# ---- design 1 ----
## src/rtl/sm_controller_ws.sv

```systemverilog
// Eight-phase accumulator-CPU control sequencer with memory wait states,
// a bounded-wait timeout and a resumable halt state.
module sm_controller_ws #(
   parameter int WAIT_MAX = 15,
   parameter int CNT_W    = 4
) (
   input  logic       clk,
   input  logic       rst,
   input  logic [2:0] opcode,
   input  logic       zero,
   input  logic       mem_ready,
   input  logic       resume,
   output logic       mem_rd,
   output logic       load_ir,
   output logic       halt,
   output logic       inc_pc,
   output logic       load_ac,
   output logic       load_pc,
   output logic       mem_wr,
   output logic [2:0] phase,
   output logic       stall,
   output logic       timeout
);

   localparam logic [3:0] S_INST_ADDR  = 4'd0;
   localparam logic [3:0] S_INST_FETCH = 4'd1;
   localparam logic [3:0] S_INST_LOAD  = 4'd2;
   localparam logic [3:0] S_IDLE       = 4'd3;
   localparam logic [3:0] S_OP_ADDR    = 4'd4;
   localparam logic [3:0] S_OP_FETCH   = 4'd5;
   localparam logic [3:0] S_ALU_OP     = 4'd6;
   localparam logic [3:0] S_STORE      = 4'd7;
   localparam logic [3:0] S_HALTED     = 4'd8;

   localparam logic [2:0] OP_HLT = 3'd0;
   localparam logic [2:0] OP_SKZ = 3'd1;
   localparam logic [2:0] OP_ADD = 3'd2;
   localparam logic [2:0] OP_AND = 3'd3;
   localparam logic [2:0] OP_XOR = 3'd4;
   localparam logic [2:0] OP_LDA = 3'd5;
   localparam logic [2:0] OP_STO = 3'd6;
   localparam logic [2:0] OP_JMP = 3'd7;

   localparam logic [CNT_W-1:0] WAIT_LAST = CNT_W'(WAIT_MAX - 1);

   logic [3:0]       state;
   logic [3:0]       state_nxt;
   logic [CNT_W-1:0] wait_cnt;
   logic [CNT_W-1:0] wait_cnt_nxt;
   logic             timeout_q;
   logic             timeout_nxt;
   logic             aluop;
   logic             access;
   logic [3:0]       state_inc;

   assign aluop = (opcode == OP_ADD) || (opcode == OP_AND) ||
                  (opcode == OP_XOR) || (opcode == OP_LDA);

   // Memory handshake: the controller presents an access for as long as it
   // sits in an access phase; the access completes on the first rising edge
   // where mem_ready is high, and only then does the phase advance.
   assign access = (state == S_INST_FETCH) ||
                   ((state == S_OP_FETCH) && aluop) ||
                   ((state == S_STORE) && (opcode == OP_STO));

   assign state_inc = {1'b0, state[2:0] + 3'd1};

   always_comb begin
      state_nxt    = state;
      wait_cnt_nxt = '0;
      timeout_nxt  = timeout_q;
      if (state == S_HALTED) begin
         if (!timeout_q && resume) begin
            state_nxt = S_INST_ADDR;
         end
      end else if (access) begin
         if (mem_ready) begin
            state_nxt = state_inc;
         end else if (wait_cnt == WAIT_LAST) begin
            state_nxt   = S_HALTED;
            timeout_nxt = 1'b1;
         end else begin
            wait_cnt_nxt = wait_cnt + 1'b1;
         end
      end else if ((state == S_OP_ADDR) && (opcode == OP_HLT)) begin
         state_nxt = S_HALTED;
      end else begin
         state_nxt = state_inc;
      end
   end

   always_ff @(posedge clk or negedge rst) begin
      if (!rst) begin
         state     <= S_INST_ADDR;
         wait_cnt  <= '0;
         timeout_q <= 1'b0;
      end else begin
         state     <= state_nxt;
         wait_cnt  <= wait_cnt_nxt;
         timeout_q <= timeout_nxt;
      end
   end

   // Strobes are a pure function of the phase (plus opcode/zero), so they
   // stay put for the whole time a phase is stalled.
   always_comb begin
      mem_rd  = 1'b0;
      load_ir = 1'b0;
      halt    = 1'b0;
      inc_pc  = 1'b0;
      load_ac = 1'b0;
      load_pc = 1'b0;
      mem_wr  = 1'b0;
      case (state)
         S_INST_FETCH: mem_rd = 1'b1;
         S_INST_LOAD, S_IDLE: begin
            mem_rd  = 1'b1;
            load_ir = 1'b1;
         end
         S_OP_ADDR: begin
            inc_pc = 1'b1;
            halt   = (opcode == OP_HLT);
         end
         S_OP_FETCH: mem_rd = aluop;
         S_ALU_OP: begin
            mem_rd  = aluop;
            load_ac = aluop;
            inc_pc  = (opcode == OP_SKZ) && zero;
            load_pc = (opcode == OP_JMP);
         end
         S_STORE: begin
            mem_rd  = aluop;
            load_ac = aluop;
            inc_pc  = (opcode == OP_JMP);
            load_pc = (opcode == OP_JMP);
            mem_wr  = (opcode == OP_STO);
         end
         S_HALTED: halt = 1'b1;
         default: ;
      endcase
   end

   assign phase   = (state == S_HALTED) ? 3'd4 : state[2:0];
   assign stall   = access && !mem_ready;
   assign timeout = timeout_q;

endmodule

```

## config.mk

```make
export PLATFORM = sky130hd
export DESIGN_NAME = sm_controller_ws
export DESIGN_NICKNAME = d
export VERILOG_FILES = /design/src/rtl/sm_controller_ws.sv
export SDC_FILE = /design/constraint.sdc
export NUM_CORES = 1
export LEC_CHECK = 0
export CAP_MARGIN = 15
export CORE_MARGIN = 3
export CORE_UTILIZATION = 48
export DETAILED_ROUTE_END_ITERATION = 8
export PLACE_DENSITY_LB_ADDON = 0.3
export RECOVER_POWER = 100
export SYNTH_ARGS = -nofsm -noshare
export SYNTH_HDL_FRONTEND = slang
export SYNTH_SLANG_ARGS = --single-unit
```

## constraint.sdc

```tcl
create_clock -name clk -period 2.9 [get_ports clk]
set_input_delay 0.435 -clock clk [delete_from_list [all_inputs] [get_ports clk]]
set_output_delay 0.435 -clock clk [all_outputs]
set_load 0.02 [all_outputs]
```

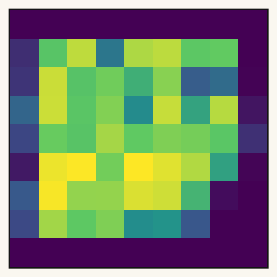
Figure 1: design 1, placement density heat map.
(6 px per um) 9 x 9 tiles, from dark purple (low) to yellow (high), 0 to 100% covered.
densest ninth of the die: middle
mean over tiles: 46%
emptiest ninth of the die: bottom right
tiles over 75% full: 36%
fullest tile: 100%
nearly empty tiles: 30%

==> flow_results.xml <==
<?xml version="1.0" encoding="UTF-8"?>
<metrics>
  <group name="power_and_ir_drop">
    <metric name="power_switching_share" unit="%">45.81</metric>
    <metric name="power.group.top" unit="">combinational cells</metric>
    <metric name="clock_power_share" unit="%">12.4</metric>
    <metric name="vdd_drop_max" unit="mV">0.4954</metric>
    <metric name="sequential_cell_power" unit="mW">0.207</metric>
    <metric name="power.net_switching" unit="mW">0.3539</metric>
  </group>
  <group name="place">
    <metric name="place_hpwl" unit="um">1214</metric>
    <metric name="post_dp_cell_area" unit="um^2">859.6</metric>
  </group>
  <group name="route">
    <metric name="detail_route.wirelength" unit="um">1473</metric>
    <metric name="dr_drc_count" unit="">0</metric>
    <metric name="drt_pass1_iterations" unit="">4</metric>
    <metric name="m1WireLength" unit="um">651</metric>
    <metric name="route.top_layer_used" unit="">met4</metric>
    <metric name="avgRoutedWirePerCell" unit="um">13.51</metric>
    <metric name="routed-via-count" unit="">609</metric>
  </group>
  <group name="synthesis">
    <metric name="synth.top_cells.by_count" unit="">sky130_fd_sc_hd__nor2_1 (12), sky130_fd_sc_hd__dfrtp_1 (9), sky130_fd_sc_hd__inv_1 (8), sky130_fd_sc_hd__ha_1 (6)</metric>
    <metric name="synth_top_cell_by_area" unit="">sky130_fd_sc_hd__dfrtp_1</metric>
    <metric name="edf_count" unit="">0</metric>
    <metric name="top_cell_type_s_share_of_synthesized_area" unit="%">34.55</metric>
    <metric name="ys.flops" unit="">9</metric>
    <metric name="ys_area" unit="um^2">651.9</metric>
    <metric name="synth-compound-area-share" unit="%">11.52</metric>
    <metric name="synth_top_cell_by_count" unit="">sky130_fd_sc_hd__nor2_1</metric>
    <metric name="synthDistinctLibCells" unit="">30</metric>
    <metric name="mux_area_share" unit="%">0</metric>
    <metric name="simple_gate_share" unit="%">32.63</metric>
  </group>
  <group name="cts">
    <metric name="tritoncts_buffers" unit="">3</metric>
    <metric name="clock_tree.buffer_depth" unit="">2</metric>
    <metric name="postCtsSetupBuffers" unit="">0</metric>
    <metric name="clock_tree.htree_level_count" unit="">1</metric>
  </group>
  <group name="finish">
    <metric name="most-common-layout-cells" unit="">sky130_fd_sc_hd__dlygate4sd3_1 (13), sky130_fd_sc_hd__nor2_1 (12), sky130_fd_sc_hd__dfrtp_1 (9)</metric>
    <metric name="seq_share" unit="%">26.16</metric>
    <metric name="nMultiInputCombCells" unit="">55</metric>
    <metric name="n_sequential_cell" unit="">9</metric>
    <metric name="drive_gt1_share" unit="%">8.421</metric>
    <metric name="utilization_of_the_core_after_routing" unit="%">72.57</metric>
    <metric name="antenna-diode-count" unit="">0</metric>
    <metric name="final-seq-area" unit="um^2">225.2</metric>
    <metric name="nonClockInverterCount" unit="">8</metric>
    <metric name="clockNetworkAreaShare" unit="%">3.198</metric>
    <metric name="final-comb-area" unit="um^2">370.4</metric>
  </group>
  <group name="run">
    <metric name="maxCapViolCount" unit="">0</metric>
  </group>
  <group name="setup_path">
    <metric name="critical_path.max_stage_delay" unit="ps">660</metric>
    <metric name="cp-start-kind" unit="">input port</metric>
    <metric name="timing.critical_path.cells" unit="">dlygate4sd3_1 &gt; xnor2_1 &gt; and2_4 &gt; o22ai_4 &gt; clkdlybuf4s50_1</metric>
    <metric name="worst_setup_path_end_kind" unit="">output port</metric>
    <metric name="critical_path_destination" unit="">stall</metric>
    <metric name="crit_buf_inv" unit="">2</metric>
    <metric name="worstReg2RegEnd" unit="">state[2]</metric>
  </group>
  <group name="timing">
    <metric name="skew_final" unit="ps">6.016</metric>
    <metric name="finalHoldViolCount" unit="">0</metric>
    <metric name="final_worst_slack" unit="ps">151.2</metric>
    <metric name="post-route-min-period" unit="ps">2749</metric>
    <metric name="worstMarginPinSlew" unit="ps">390.1</metric>
    <metric name="maxSlewHeadroom" unit="%">73.66</metric>
  </group>
  <group name="die">
    <metric name="core_area" unit="um^2">1186</metric>
    <metric name="chipArea" unit="um^2">1836</metric>
    <metric name="die_w" unit="um">42.85</metric>
  </group>
  <group name="min_path">
    <metric name="number_of_cells_on_the_worst_hold_path" unit="">2</metric>
    <metric name="holdCritPathClass" unit="">register to register</metric>
    <metric name="holdCritStartpoint" unit="">timeout</metric>
  </group>
  <group name="outcome">
    <metric name="status" unit="">complete, no violations</metric>
  </group>
  <group name="global_route">
    <metric name="total_routing_resource_utilization_after_global_routing" unit="%">17.45</metric>
    <metric name="via_count_of_the_first_global_routing_pass" unit="">595</metric>
  </group>
</metrics>

# ---- design 2 ----
Figure 2. Gate families picked out (design 2).
(4 px per um)
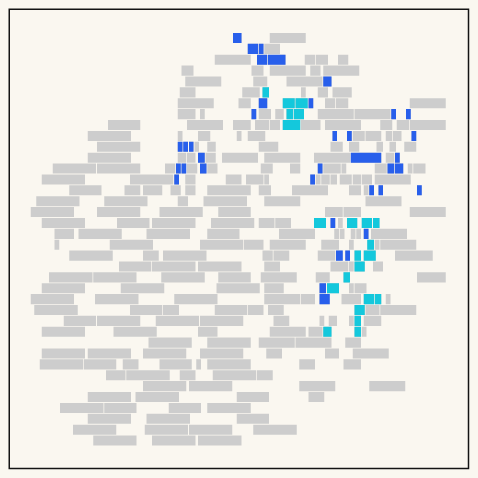
Figure 3. Register map, names as in the netlist (design 2).
(3 px per um) Other sequential cells in the stronger gray, the rest of the logic in the fainter gray.
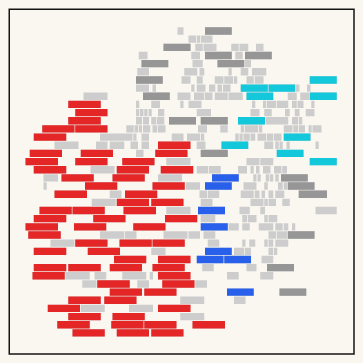
Figure 4. Port wiring (design 2).
(3 px per um)
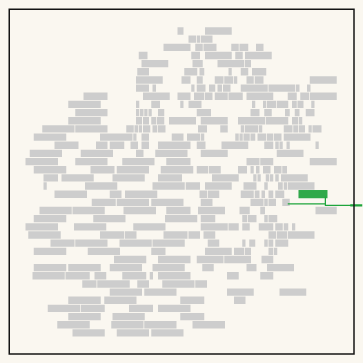
[src/rtl/uart_tx.sv]
// rtl/uart_tx.sv - 8N1 UART transmitter fed by a circular byte FIFO

module uart_tx_fifo #(
  parameter int DEPTH = 8
) (
  input  logic                   clk,
  input  logic                   rstn,
  input  logic                   push,
  input  logic [7:0]             push_data,
  input  logic                   pop,
  output logic [7:0]             head,
  output logic [$clog2(DEPTH):0] count,
  output logic                   full
);
  localparam int AW = $clog2(DEPTH);
  localparam int CW = AW + 1;

  logic [7:0]    mem [DEPTH];
  logic [AW-1:0] wr_ptr;
  logic [AW-1:0] rd_ptr;
  logic          push_ok;
  logic [CW-1:0] count_next;

  // A push against a full FIFO is dropped even if a pop frees a slot this cycle.
  assign push_ok = push && !full;
  assign head    = mem[rd_ptr];

  always_comb begin
    count_next = count;
    case ({push_ok, pop})
      2'b10:   count_next = count + CW'(1);
      2'b01:   count_next = count - CW'(1);
      default: count_next = count;
    endcase
  end

  always_ff @(posedge clk or negedge rstn) begin
    if (!rstn) begin
      wr_ptr <= '0;
      rd_ptr <= '0;
      count  <= '0;
      full   <= 1'b0;
    end else begin
      if (push_ok) wr_ptr <= wr_ptr + AW'(1);
      if (pop)     rd_ptr <= rd_ptr + AW'(1);
      count <= count_next;
      full  <= (count_next == CW'(DEPTH));
    end
  end

  always_ff @(posedge clk) begin
    if (push_ok) mem[wr_ptr] <= push_data;
  end
endmodule

module uart_tx #(
  parameter int CLK_FREQ = 100000000,
  parameter int BAUD     = 115200,
  parameter int DEPTH    = 8
) (
  input  logic                   clk,
  input  logic                   rstn,
  input  logic                   wr_en,
  input  logic [7:0]             wr_data,
  output logic                   full,
  output logic                   busy,
  output logic [$clog2(DEPTH):0] count,
  output logic                   tx
);
  localparam int DIV   = CLK_FREQ / BAUD;
  localparam int CNT_W = (DIV > 1) ? $clog2(DIV) : 1;
  localparam logic [CNT_W-1:0] CNT_LAST = CNT_W'(DIV - 1);

  typedef enum logic [1:0] {IDLE, START, DATA, STOP} state_t;

  state_t           state, state_next;
  logic [CNT_W-1:0] baud_cnt, baud_cnt_next;
  logic [2:0]       bit_idx, bit_idx_next, bit_nxt;
  logic [7:0]       shift, shift_next;
  logic             tx_next;
  logic             pop;
  logic [7:0]       head;
  logic             have_byte;
  logic             bit_done;

  uart_tx_fifo #(.DEPTH(DEPTH)) u_fifo (
    .clk       (clk),
    .rstn      (rstn),
    .push      (wr_en),
    .push_data (wr_data),
    .pop       (pop),
    .head      (head),
    .count     (count),
    .full      (full)
  );

  assign have_byte = (count != '0);
  assign bit_done  = (baud_cnt == CNT_LAST);
  assign bit_nxt   = bit_idx + 3'd1;
  assign busy      = (state != IDLE) || have_byte;

  always_comb begin
    state_next    = state;
    baud_cnt_next = baud_cnt;
    bit_idx_next  = bit_idx;
    shift_next    = shift;
    tx_next       = tx;
    pop           = 1'b0;
    case (state)
      IDLE: begin
        baud_cnt_next = '0;
        if (have_byte) begin
          pop        = 1'b1;
          shift_next = head;
          tx_next    = 1'b0;
          state_next = START;
        end
      end
      START: begin
        if (bit_done) begin
          baud_cnt_next = '0;
          bit_idx_next  = 3'd0;
          tx_next       = shift[0];
          state_next    = DATA;
        end else begin
          baud_cnt_next = baud_cnt + CNT_W'(1);
        end
      end
      DATA: begin
        if (bit_done) begin
          baud_cnt_next = '0;
          if (bit_idx == 3'd7) begin
            tx_next    = 1'b1;
            state_next = STOP;
          end else begin
            bit_idx_next = bit_nxt;
            tx_next      = shift[bit_nxt];
          end
        end else begin
          baud_cnt_next = baud_cnt + CNT_W'(1);
        end
      end
      STOP: begin
        if (bit_done) begin
          baud_cnt_next = '0;
          // Chain straight into the next start bit so queued frames have no gap.
          if (have_byte) begin
            pop        = 1'b1;
            shift_next = head;
            tx_next    = 1'b0;
            state_next = START;
          end else begin
            state_next = IDLE;
          end
        end else begin
          baud_cnt_next = baud_cnt + CNT_W'(1);
        end
      end
      default: state_next = IDLE;
    endcase
  end

  always_ff @(posedge clk or negedge rstn) begin
    if (!rstn) begin
      state    <= IDLE;
      baud_cnt <= '0;
      bit_idx  <= 3'd0;
      shift    <= 8'd0;
      tx       <= 1'b1;
    end else begin
      state    <= state_next;
      baud_cnt <= baud_cnt_next;
      bit_idx  <= bit_idx_next;
      shift    <= shift_next;
      tx       <= tx_next;
    end
  end
endmodule

[config.mk]
export PLATFORM = sky130hd
export DESIGN_NAME = uart_tx
export DESIGN_NICKNAME = d
export VERILOG_FILES = /design/src/rtl/uart_tx.sv
export SDC_FILE = /design/constraint.sdc
export NUM_CORES = 1
export LEC_CHECK = 0
export CAP_MARGIN = 20
export CORE_MARGIN = 5
export CORE_UTILIZATION = 40
export CTS_BUF_LIST = sky130_fd_sc_hd__clkbuf_4 sky130_fd_sc_hd__clkbuf_8 sky130_fd_sc_hd__clkbuf_16
export CTS_CLUSTER_SIZE = 25
export DETAILED_ROUTE_END_ITERATION = 10
export DONT_BUFFER_PORTS = 1
export GPL_TIMING_DRIVEN = 1
export PLACE_DENSITY = 0.62
export SYNTH_ARGS = -nofsm -noshare
export SYNTH_HDL_FRONTEND = slang
export SYNTH_HIERARCHICAL = 1
export SYNTH_SLANG_ARGS = --single-unit
[constraint.sdc]
create_clock -name clk -period 3.3 [get_ports clk]
set_input_delay 0.66 -clock clk [delete_from_list [all_inputs] [get_ports clk]]
set_output_delay 0.66 -clock clk [all_outputs]
set_load 0.05 [all_outputs]
==> flow_results.xml <==
<?xml version="1.0" encoding="UTF-8"?>
<metrics>
  <group name="power_and_ir_drop">
    <metric name="power.group.top" unit="">sequential cells</metric>
    <metric name="power_in_the_clock_group" unit="mW">0.783</metric>
    <metric name="power_switching_share" unit="%">34.86</metric>
    <metric name="sequential_cell_power" unit="mW">1.88</metric>
    <metric name="power_density_cells" unit="nW/um^2">881.3</metric>
    <metric name="clock_power_share" unit="%">18.5</metric>
  </group>
  <group name="global_route">
    <metric name="grt_start_max_net_pins" unit="">35</metric>
    <metric name="gr-usage-met3" unit="%">4.017</metric>
    <metric name="grt_busiest_layer" unit="">met2</metric>
    <metric name="antenna_found_initial" unit="">0</metric>
  </group>
  <group name="setup_path">
    <metric name="timing.critical_path.cells" unit="">or3_4 &gt; nor4_4 &gt; a21o_2 &gt; and2_1 &gt; ha_1 &gt; or4b_4 &gt; a21oi_1 &gt; o2bb2ai_1 &gt; nor3b_2</metric>
    <metric name="worst_setup_path_end_kind" unit="">register</metric>
    <metric name="r2r_cells" unit="">9</metric>
    <metric name="timing.critical_path.fanout_max" unit="">8</metric>
    <metric name="required_time_reported_for_the_critical_path_endpoint" unit="ps">3560</metric>
    <metric name="worstReg2RegEnd" unit="">u_fifo/full</metric>
  </group>
  <group name="cts">
    <metric name="post_cts_hold_buffer_count" unit="">1</metric>
    <metric name="insertion_delay" unit="ps">360</metric>
    <metric name="postCtsSetupBuffers" unit="">0</metric>
    <metric name="clk_root_buffer_cell" unit="">sky130_fd_sc_hd__clkbuf_8</metric>
    <metric name="clock_tree.buffer_depth" unit="">2</metric>
    <metric name="cts.reportedPaths.clkPinSlew" unit="ps">90</metric>
    <metric name="tritoncts_num_sinks" unit="">99</metric>
  </group>
  <group name="finish">
    <metric name="top_register" unit="">u_fifo/mem</metric>
    <metric name="clock_buffers" unit="">9</metric>
    <metric name="final-comb-area" unit="um^2">1474</metric>
    <metric name="post_layout_nonfiller_instances" unit="">443</metric>
    <metric name="area_delta_synth_final" unit="%">10.38</metric>
    <metric name="most-common-layout-cells" unit="">sky130_fd_sc_hd__edfxtp_1 (64), sky130_fd_sc_hd__dfrtp_1 (34), sky130_fd_sc_hd__nor2_1 (23)</metric>
    <metric name="clockNetworkAreaShare" unit="%">4.105</metric>
    <metric name="layout_top_registers" unit="">u_fifo/mem: 64 flops, baud_cnt: 10 flops, shift: 8 flops</metric>
  </group>
  <group name="die">
    <metric name="die_w" unit="um">114.4</metric>
    <metric name="starting_utilization_of_the_core_area" unit="%">40.60</metric>
    <metric name="ioPinCount" unit="">18</metric>
    <metric name="die_height" unit="um">114.4</metric>
    <metric name="core.rowCount" unit="">38</metric>
  </group>
  <group name="synthesis">
    <metric name="mux_area_share" unit="%">14.54</metric>
    <metric name="edf_count" unit="">64</metric>
    <metric name="syn_nets" unit="">304</metric>
    <metric name="ys_sh_xor" unit="%">3.011</metric>
    <metric name="synth_top_cell_by_area" unit="">sky130_fd_sc_hd__edfxtp_1</metric>
    <metric name="synth_top_cell_by_count" unit="">sky130_fd_sc_hd__edfxtp_1</metric>
    <metric name="logic_family" unit="">multiplexers</metric>
    <metric name="synth-seq-area-share" unit="%">64.15</metric>
    <metric name="yosys-stat-cells" unit="">280</metric>
    <metric name="ys.flop_type" unit="">sky130_fd_sc_hd__edfxtp_1</metric>
  </group>
  <group name="timing">
    <metric name="setup_tns" unit="ps">0</metric>
    <metric name="setup_violations" unit="">0</metric>
    <metric name="holdWs" unit="ps">116.1</metric>
    <metric name="skew_final" unit="ps">6.571</metric>
    <metric name="post-route-min-period" unit="ps">2844</metric>
  </group>
  <group name="place">
    <metric name="place_ws" unit="ps">481.4</metric>
    <metric name="place_inst" unit="">426</metric>
    <metric name="post_dp_cell_area" unit="um^2">4598</metric>
    <metric name="numPortBuffers" unit="">0</metric>
  </group>
  <group name="route">
    <metric name="m1WireLength" unit="um">3282</metric>
    <metric name="dr_drc_count" unit="">0</metric>
    <metric name="met3_wirelength" unit="um">262</metric>
    <metric name="final_antenna_net_count" unit="">0</metric>
    <metric name="route.top_layer_used" unit="">met4</metric>
  </group>
  <group name="min_path">
    <metric name="holdCritPathClass" unit="">input port to async pin</metric>
  </group>
  <group name="outcome">
    <metric name="status" unit="">complete, no violations</metric>
  </group>
  <group name="run">
    <metric name="maxCapViolCount" unit="">0</metric>
  </group>
</metrics>
## Picture notes: Figure 2
| color | family | cells | most used |
|---|---|---|---|
| blue | nor cells | 37 | nor2_1 |
| cyan | aoi and oai cells | 22 | o21ai_0 |

## Picture notes: Figure 3
| color | signal | sequential cells |
|---|---|---|
| red | u_fifo/mem | 64 |
| blue | shift | 8 |
| cyan | baud_cnt | 10 |
not colored: 17

## Picture notes: Figure 4
| color | port | bits | direction | edge | end cells | wire |
|---|---|---|---|---|---|---|
| green | tx | 1 | output | right | 1 | 24.2 um |


# ---- design 3 ----
Figure 5. Placement density heat map (design 3).
(3 px per um) 9 x 9 tiles, from dark purple (low) to yellow (high), 0 to 100% covered.
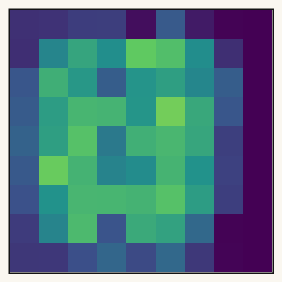
Figure 6. Port wiring (design 3).
(4 px per um)
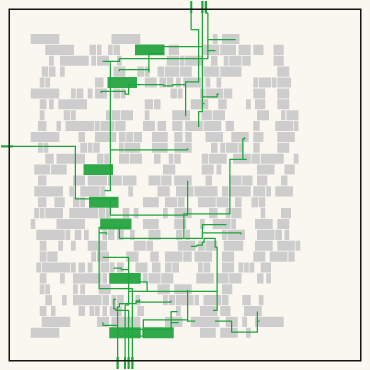
File: src/rtl/pwm_fade_ctrl.sv
// pwm_fade_ctrl: sequences duty_cycle/enable of a free-running PWM block.
// A target duty and step are accepted over a valid/ready handshake. The duty
// then moves toward the target by one step per PWM period. It only changes on
// the last count of a period, so every period is generated with a single duty.
//
// Optional build macro: FADE_HOLD_EN. It adds the hold_periods input and a
// HOLD state that dwells at the target for hold_periods periods before done.
//
// Ports:
//   clk, rst          clock; synchronous active-high reset
//   run               PWM count request, registered onto pwm_enable
//   tgt_valid/ready   target handshake
//   tgt_duty/step     requested final duty and per-period increment (0 -> 1)
//   hold_periods      (FADE_HOLD_EN only) periods to dwell at target
//   pwm_counter       counter output of the driven pwm instance
//   pwm_enable        pwm enable
//   duty_cycle        pwm duty
//   busy              ramp (or hold) in progress
//   done              one-cycle pulse when the sequence completes
module pwm_fade_ctrl #(
    parameter int CTRVAL = 256,
    parameter int CTRLEN = $clog2(CTRVAL)
) (
    input  logic              clk,
    input  logic              rst,
    input  logic              run,
    input  logic              tgt_valid,
    output logic              tgt_ready,
    input  logic [CTRLEN-1:0] tgt_duty,
    input  logic [CTRLEN-1:0] tgt_step,
`ifdef FADE_HOLD_EN
    input  logic [7:0]        hold_periods,
`endif
    input  logic [CTRLEN-1:0] pwm_counter,
    output logic              pwm_enable,
    output logic [CTRLEN-1:0] duty_cycle,
    output logic              busy,
    output logic              done
);

`ifdef FADE_HOLD_EN
    typedef enum logic [1:0] {IDLE = 2'd0, RAMP = 2'd1, HOLD = 2'd2} state_t;
    logic [7:0] hold_cnt, hold_cnt_n;
`else
    typedef enum logic [1:0] {IDLE = 2'd0, RAMP = 2'd1} state_t;
`endif

    state_t            state, state_n;
    logic [CTRLEN-1:0] tgt_r, tgt_n;
    logic [CTRLEN-1:0] step_r, step_n;
    logic [CTRLEN-1:0] duty_n;
    logic [CTRLEN-1:0] ramp_duty;
    logic [CTRLEN:0]   up_sum, dn_diff;
    logic              done_n;
    logic              bnd;

    // Last count of an enabled period: a duty written here takes effect
    // from count 0 of the next period.
    assign bnd       = pwm_enable && (pwm_counter == CTRLEN'(CTRVAL - 1));
    assign tgt_ready = (state == IDLE);
    assign busy      = (state != IDLE);

    // One step toward the target, computed one bit wider so the sum cannot
    // wrap and the difference exposes underflow in its top bit. Both
    // directions clamp at the target.
    always_comb begin
        up_sum  = {1'b0, duty_cycle} + {1'b0, step_r};
        dn_diff = {1'b0, duty_cycle} - {1'b0, step_r};
        if (duty_cycle < tgt_r)
            ramp_duty = (up_sum >= {1'b0, tgt_r}) ? tgt_r : up_sum[CTRLEN-1:0];
        else
            ramp_duty = (dn_diff[CTRLEN] || (dn_diff[CTRLEN-1:0] <= tgt_r))
                        ? tgt_r : dn_diff[CTRLEN-1:0];
    end

    always_comb begin
        state_n = state;
        duty_n  = duty_cycle;
        tgt_n   = tgt_r;
        step_n  = step_r;
        done_n  = 1'b0;
`ifdef FADE_HOLD_EN
        hold_cnt_n = hold_cnt;
`endif
        case (state)
            IDLE: begin
                if (tgt_valid) begin
                    tgt_n  = tgt_duty;
                    step_n = (tgt_step == '0) ? CTRLEN'(1) : tgt_step;
`ifdef FADE_HOLD_EN
                    hold_cnt_n = hold_periods;
`endif
                    if (tgt_duty != duty_cycle) begin
                        state_n = RAMP;
`ifdef FADE_HOLD_EN
                    end else if (hold_periods != 8'd0) begin
                        state_n = HOLD;
`endif
                    end else begin
                        done_n = 1'b1;
                    end
                end
            end
            RAMP: begin
                if (bnd) begin
                    duty_n = ramp_duty;
                    if (ramp_duty == tgt_r) begin
`ifdef FADE_HOLD_EN
                        if (hold_cnt != 8'd0) begin
                            state_n = HOLD;
                        end else begin
                            state_n = IDLE;
                            done_n  = 1'b1;
                        end
`else
                        state_n = IDLE;
                        done_n  = 1'b1;
`endif
                    end
                end
            end
`ifdef FADE_HOLD_EN
            HOLD: begin
                if (bnd) begin
                    hold_cnt_n = hold_cnt - 8'd1;
                    if (hold_cnt == 8'd1) begin
                        state_n = IDLE;
                        done_n  = 1'b1;
                    end
                end
            end
`endif
            default: state_n = IDLE;
        endcase
    end

    always_ff @(posedge clk) begin
        if (rst) begin
            state      <= IDLE;
            duty_cycle <= '0;
            tgt_r      <= '0;
            step_r     <= '0;
            done       <= 1'b0;
            pwm_enable <= 1'b0;
`ifdef FADE_HOLD_EN
            hold_cnt   <= 8'd0;
`endif
        end else begin
            state      <= state_n;
            duty_cycle <= duty_n;
            tgt_r      <= tgt_n;
            step_r     <= step_n;
            done       <= done_n;
            pwm_enable <= run;
`ifdef FADE_HOLD_EN
            hold_cnt   <= hold_cnt_n;
`endif
        end
    end

endmodule
File: config.mk
export PLATFORM = sky130hd
export DESIGN_NAME = pwm_fade_ctrl
export DESIGN_NICKNAME = d
export VERILOG_FILES = /design/src/rtl/pwm_fade_ctrl.sv
export SDC_FILE = /design/constraint.sdc
export NUM_CORES = 1
export LEC_CHECK = 0
export CORE_MARGIN = 5
export CORE_UTILIZATION = 45
export CTS_BUF_LIST = sky130_fd_sc_hd__clkbuf_4 sky130_fd_sc_hd__clkbuf_8
export DETAILED_ROUTE_END_ITERATION = 7
export DONT_BUFFER_PORTS = 1
export GPL_TIMING_DRIVEN = 0
export SLEW_MARGIN = 40
export SYNTH_ARGS = -nofsm -noshare
export SYNTH_HDL_FRONTEND = slang
export SYNTH_SLANG_ARGS = --single-unit
File: constraint.sdc
create_clock -name clk -period 4.7 [get_ports clk]
set_input_delay 0.47 -clock clk [delete_from_list [all_inputs] [get_ports clk]]
set_output_delay 0.47 -clock clk [all_outputs]
set_load 0.02 [all_outputs]
==> flow_results.xml <==
<?xml version="1.0" encoding="UTF-8"?>
<metrics>
  <group name="outcome">
    <metric name="status" unit="">complete, no violations</metric>
  </group>
  <group name="route">
    <metric name="routed-via-count" unit="">2456</metric>
    <metric name="detail_route.wirelength" unit="um">7221</metric>
    <metric name="drt_pass1_iterations" unit="">4</metric>
    <metric name="dr_drc_count" unit="">0</metric>
  </group>
  <group name="setup_path">
    <metric name="critical_path.max_stage_delay" unit="ps">450</metric>
    <metric name="timing.critical_path.fanout_max" unit="">6</metric>
    <metric name="worstReg2RegEnd" unit="">done</metric>
  </group>
  <group name="global_route">
    <metric name="grt_use_met1" unit="%">25.90</metric>
    <metric name="grt_start_max_net_pins" unit="">16</metric>
    <metric name="grt_busiest_layer" unit="">met2</metric>
  </group>
  <group name="cts">
    <metric name="post_cts_hold_buffer_count" unit="">0</metric>
    <metric name="postCtsSetupBuffers" unit="">0</metric>
  </group>
  <group name="die">
    <metric name="die_height" unit="um">87.50</metric>
  </group>
  <group name="finish">
    <metric name="lay_top_count" unit="">sky130_fd_sc_hd__nand2_1</metric>
    <metric name="area_delta_synth_final" unit="%">7.083</metric>
    <metric name="layout_top_registers" unit="">duty_cycle: 8 flops, step_r: 8 flops, tgt_r: 8 flops</metric>
  </group>
  <group name="power_and_ir_drop">
    <metric name="clock_power_share" unit="%">20.3</metric>
  </group>
  <group name="timing">
    <metric name="final_min_period_over_clock_period" unit="%">91.97</metric>
    <metric name="highest_clock_rate" unit="GHz">0.2314</metric>
  </group>
  <group name="min_path">
    <metric name="holdCritPathClass" unit="">input port to register</metric>
  </group>
  <group name="synthesis">
    <metric name="synth-seq-area-share" unit="%">20.00</metric>
    <metric name="synth_area_per_cell" unit="um^2">7.949</metric>
    <metric name="asyncSetResetFlopFracSynth" unit="%">0</metric>
  </group>
</metrics>
About Figure 5:
fullest tile: 78%
tiles over 75% full: 3.7%
densest ninth of the die: middle

About Figure 6:
| color | port | bits | direction | edge | end cells | wire |
|---|---|---|---|---|---|---|
| green | duty_cycle | 8 | output | 4 bottom, 3 top, 1 left | 8 | 638 um |


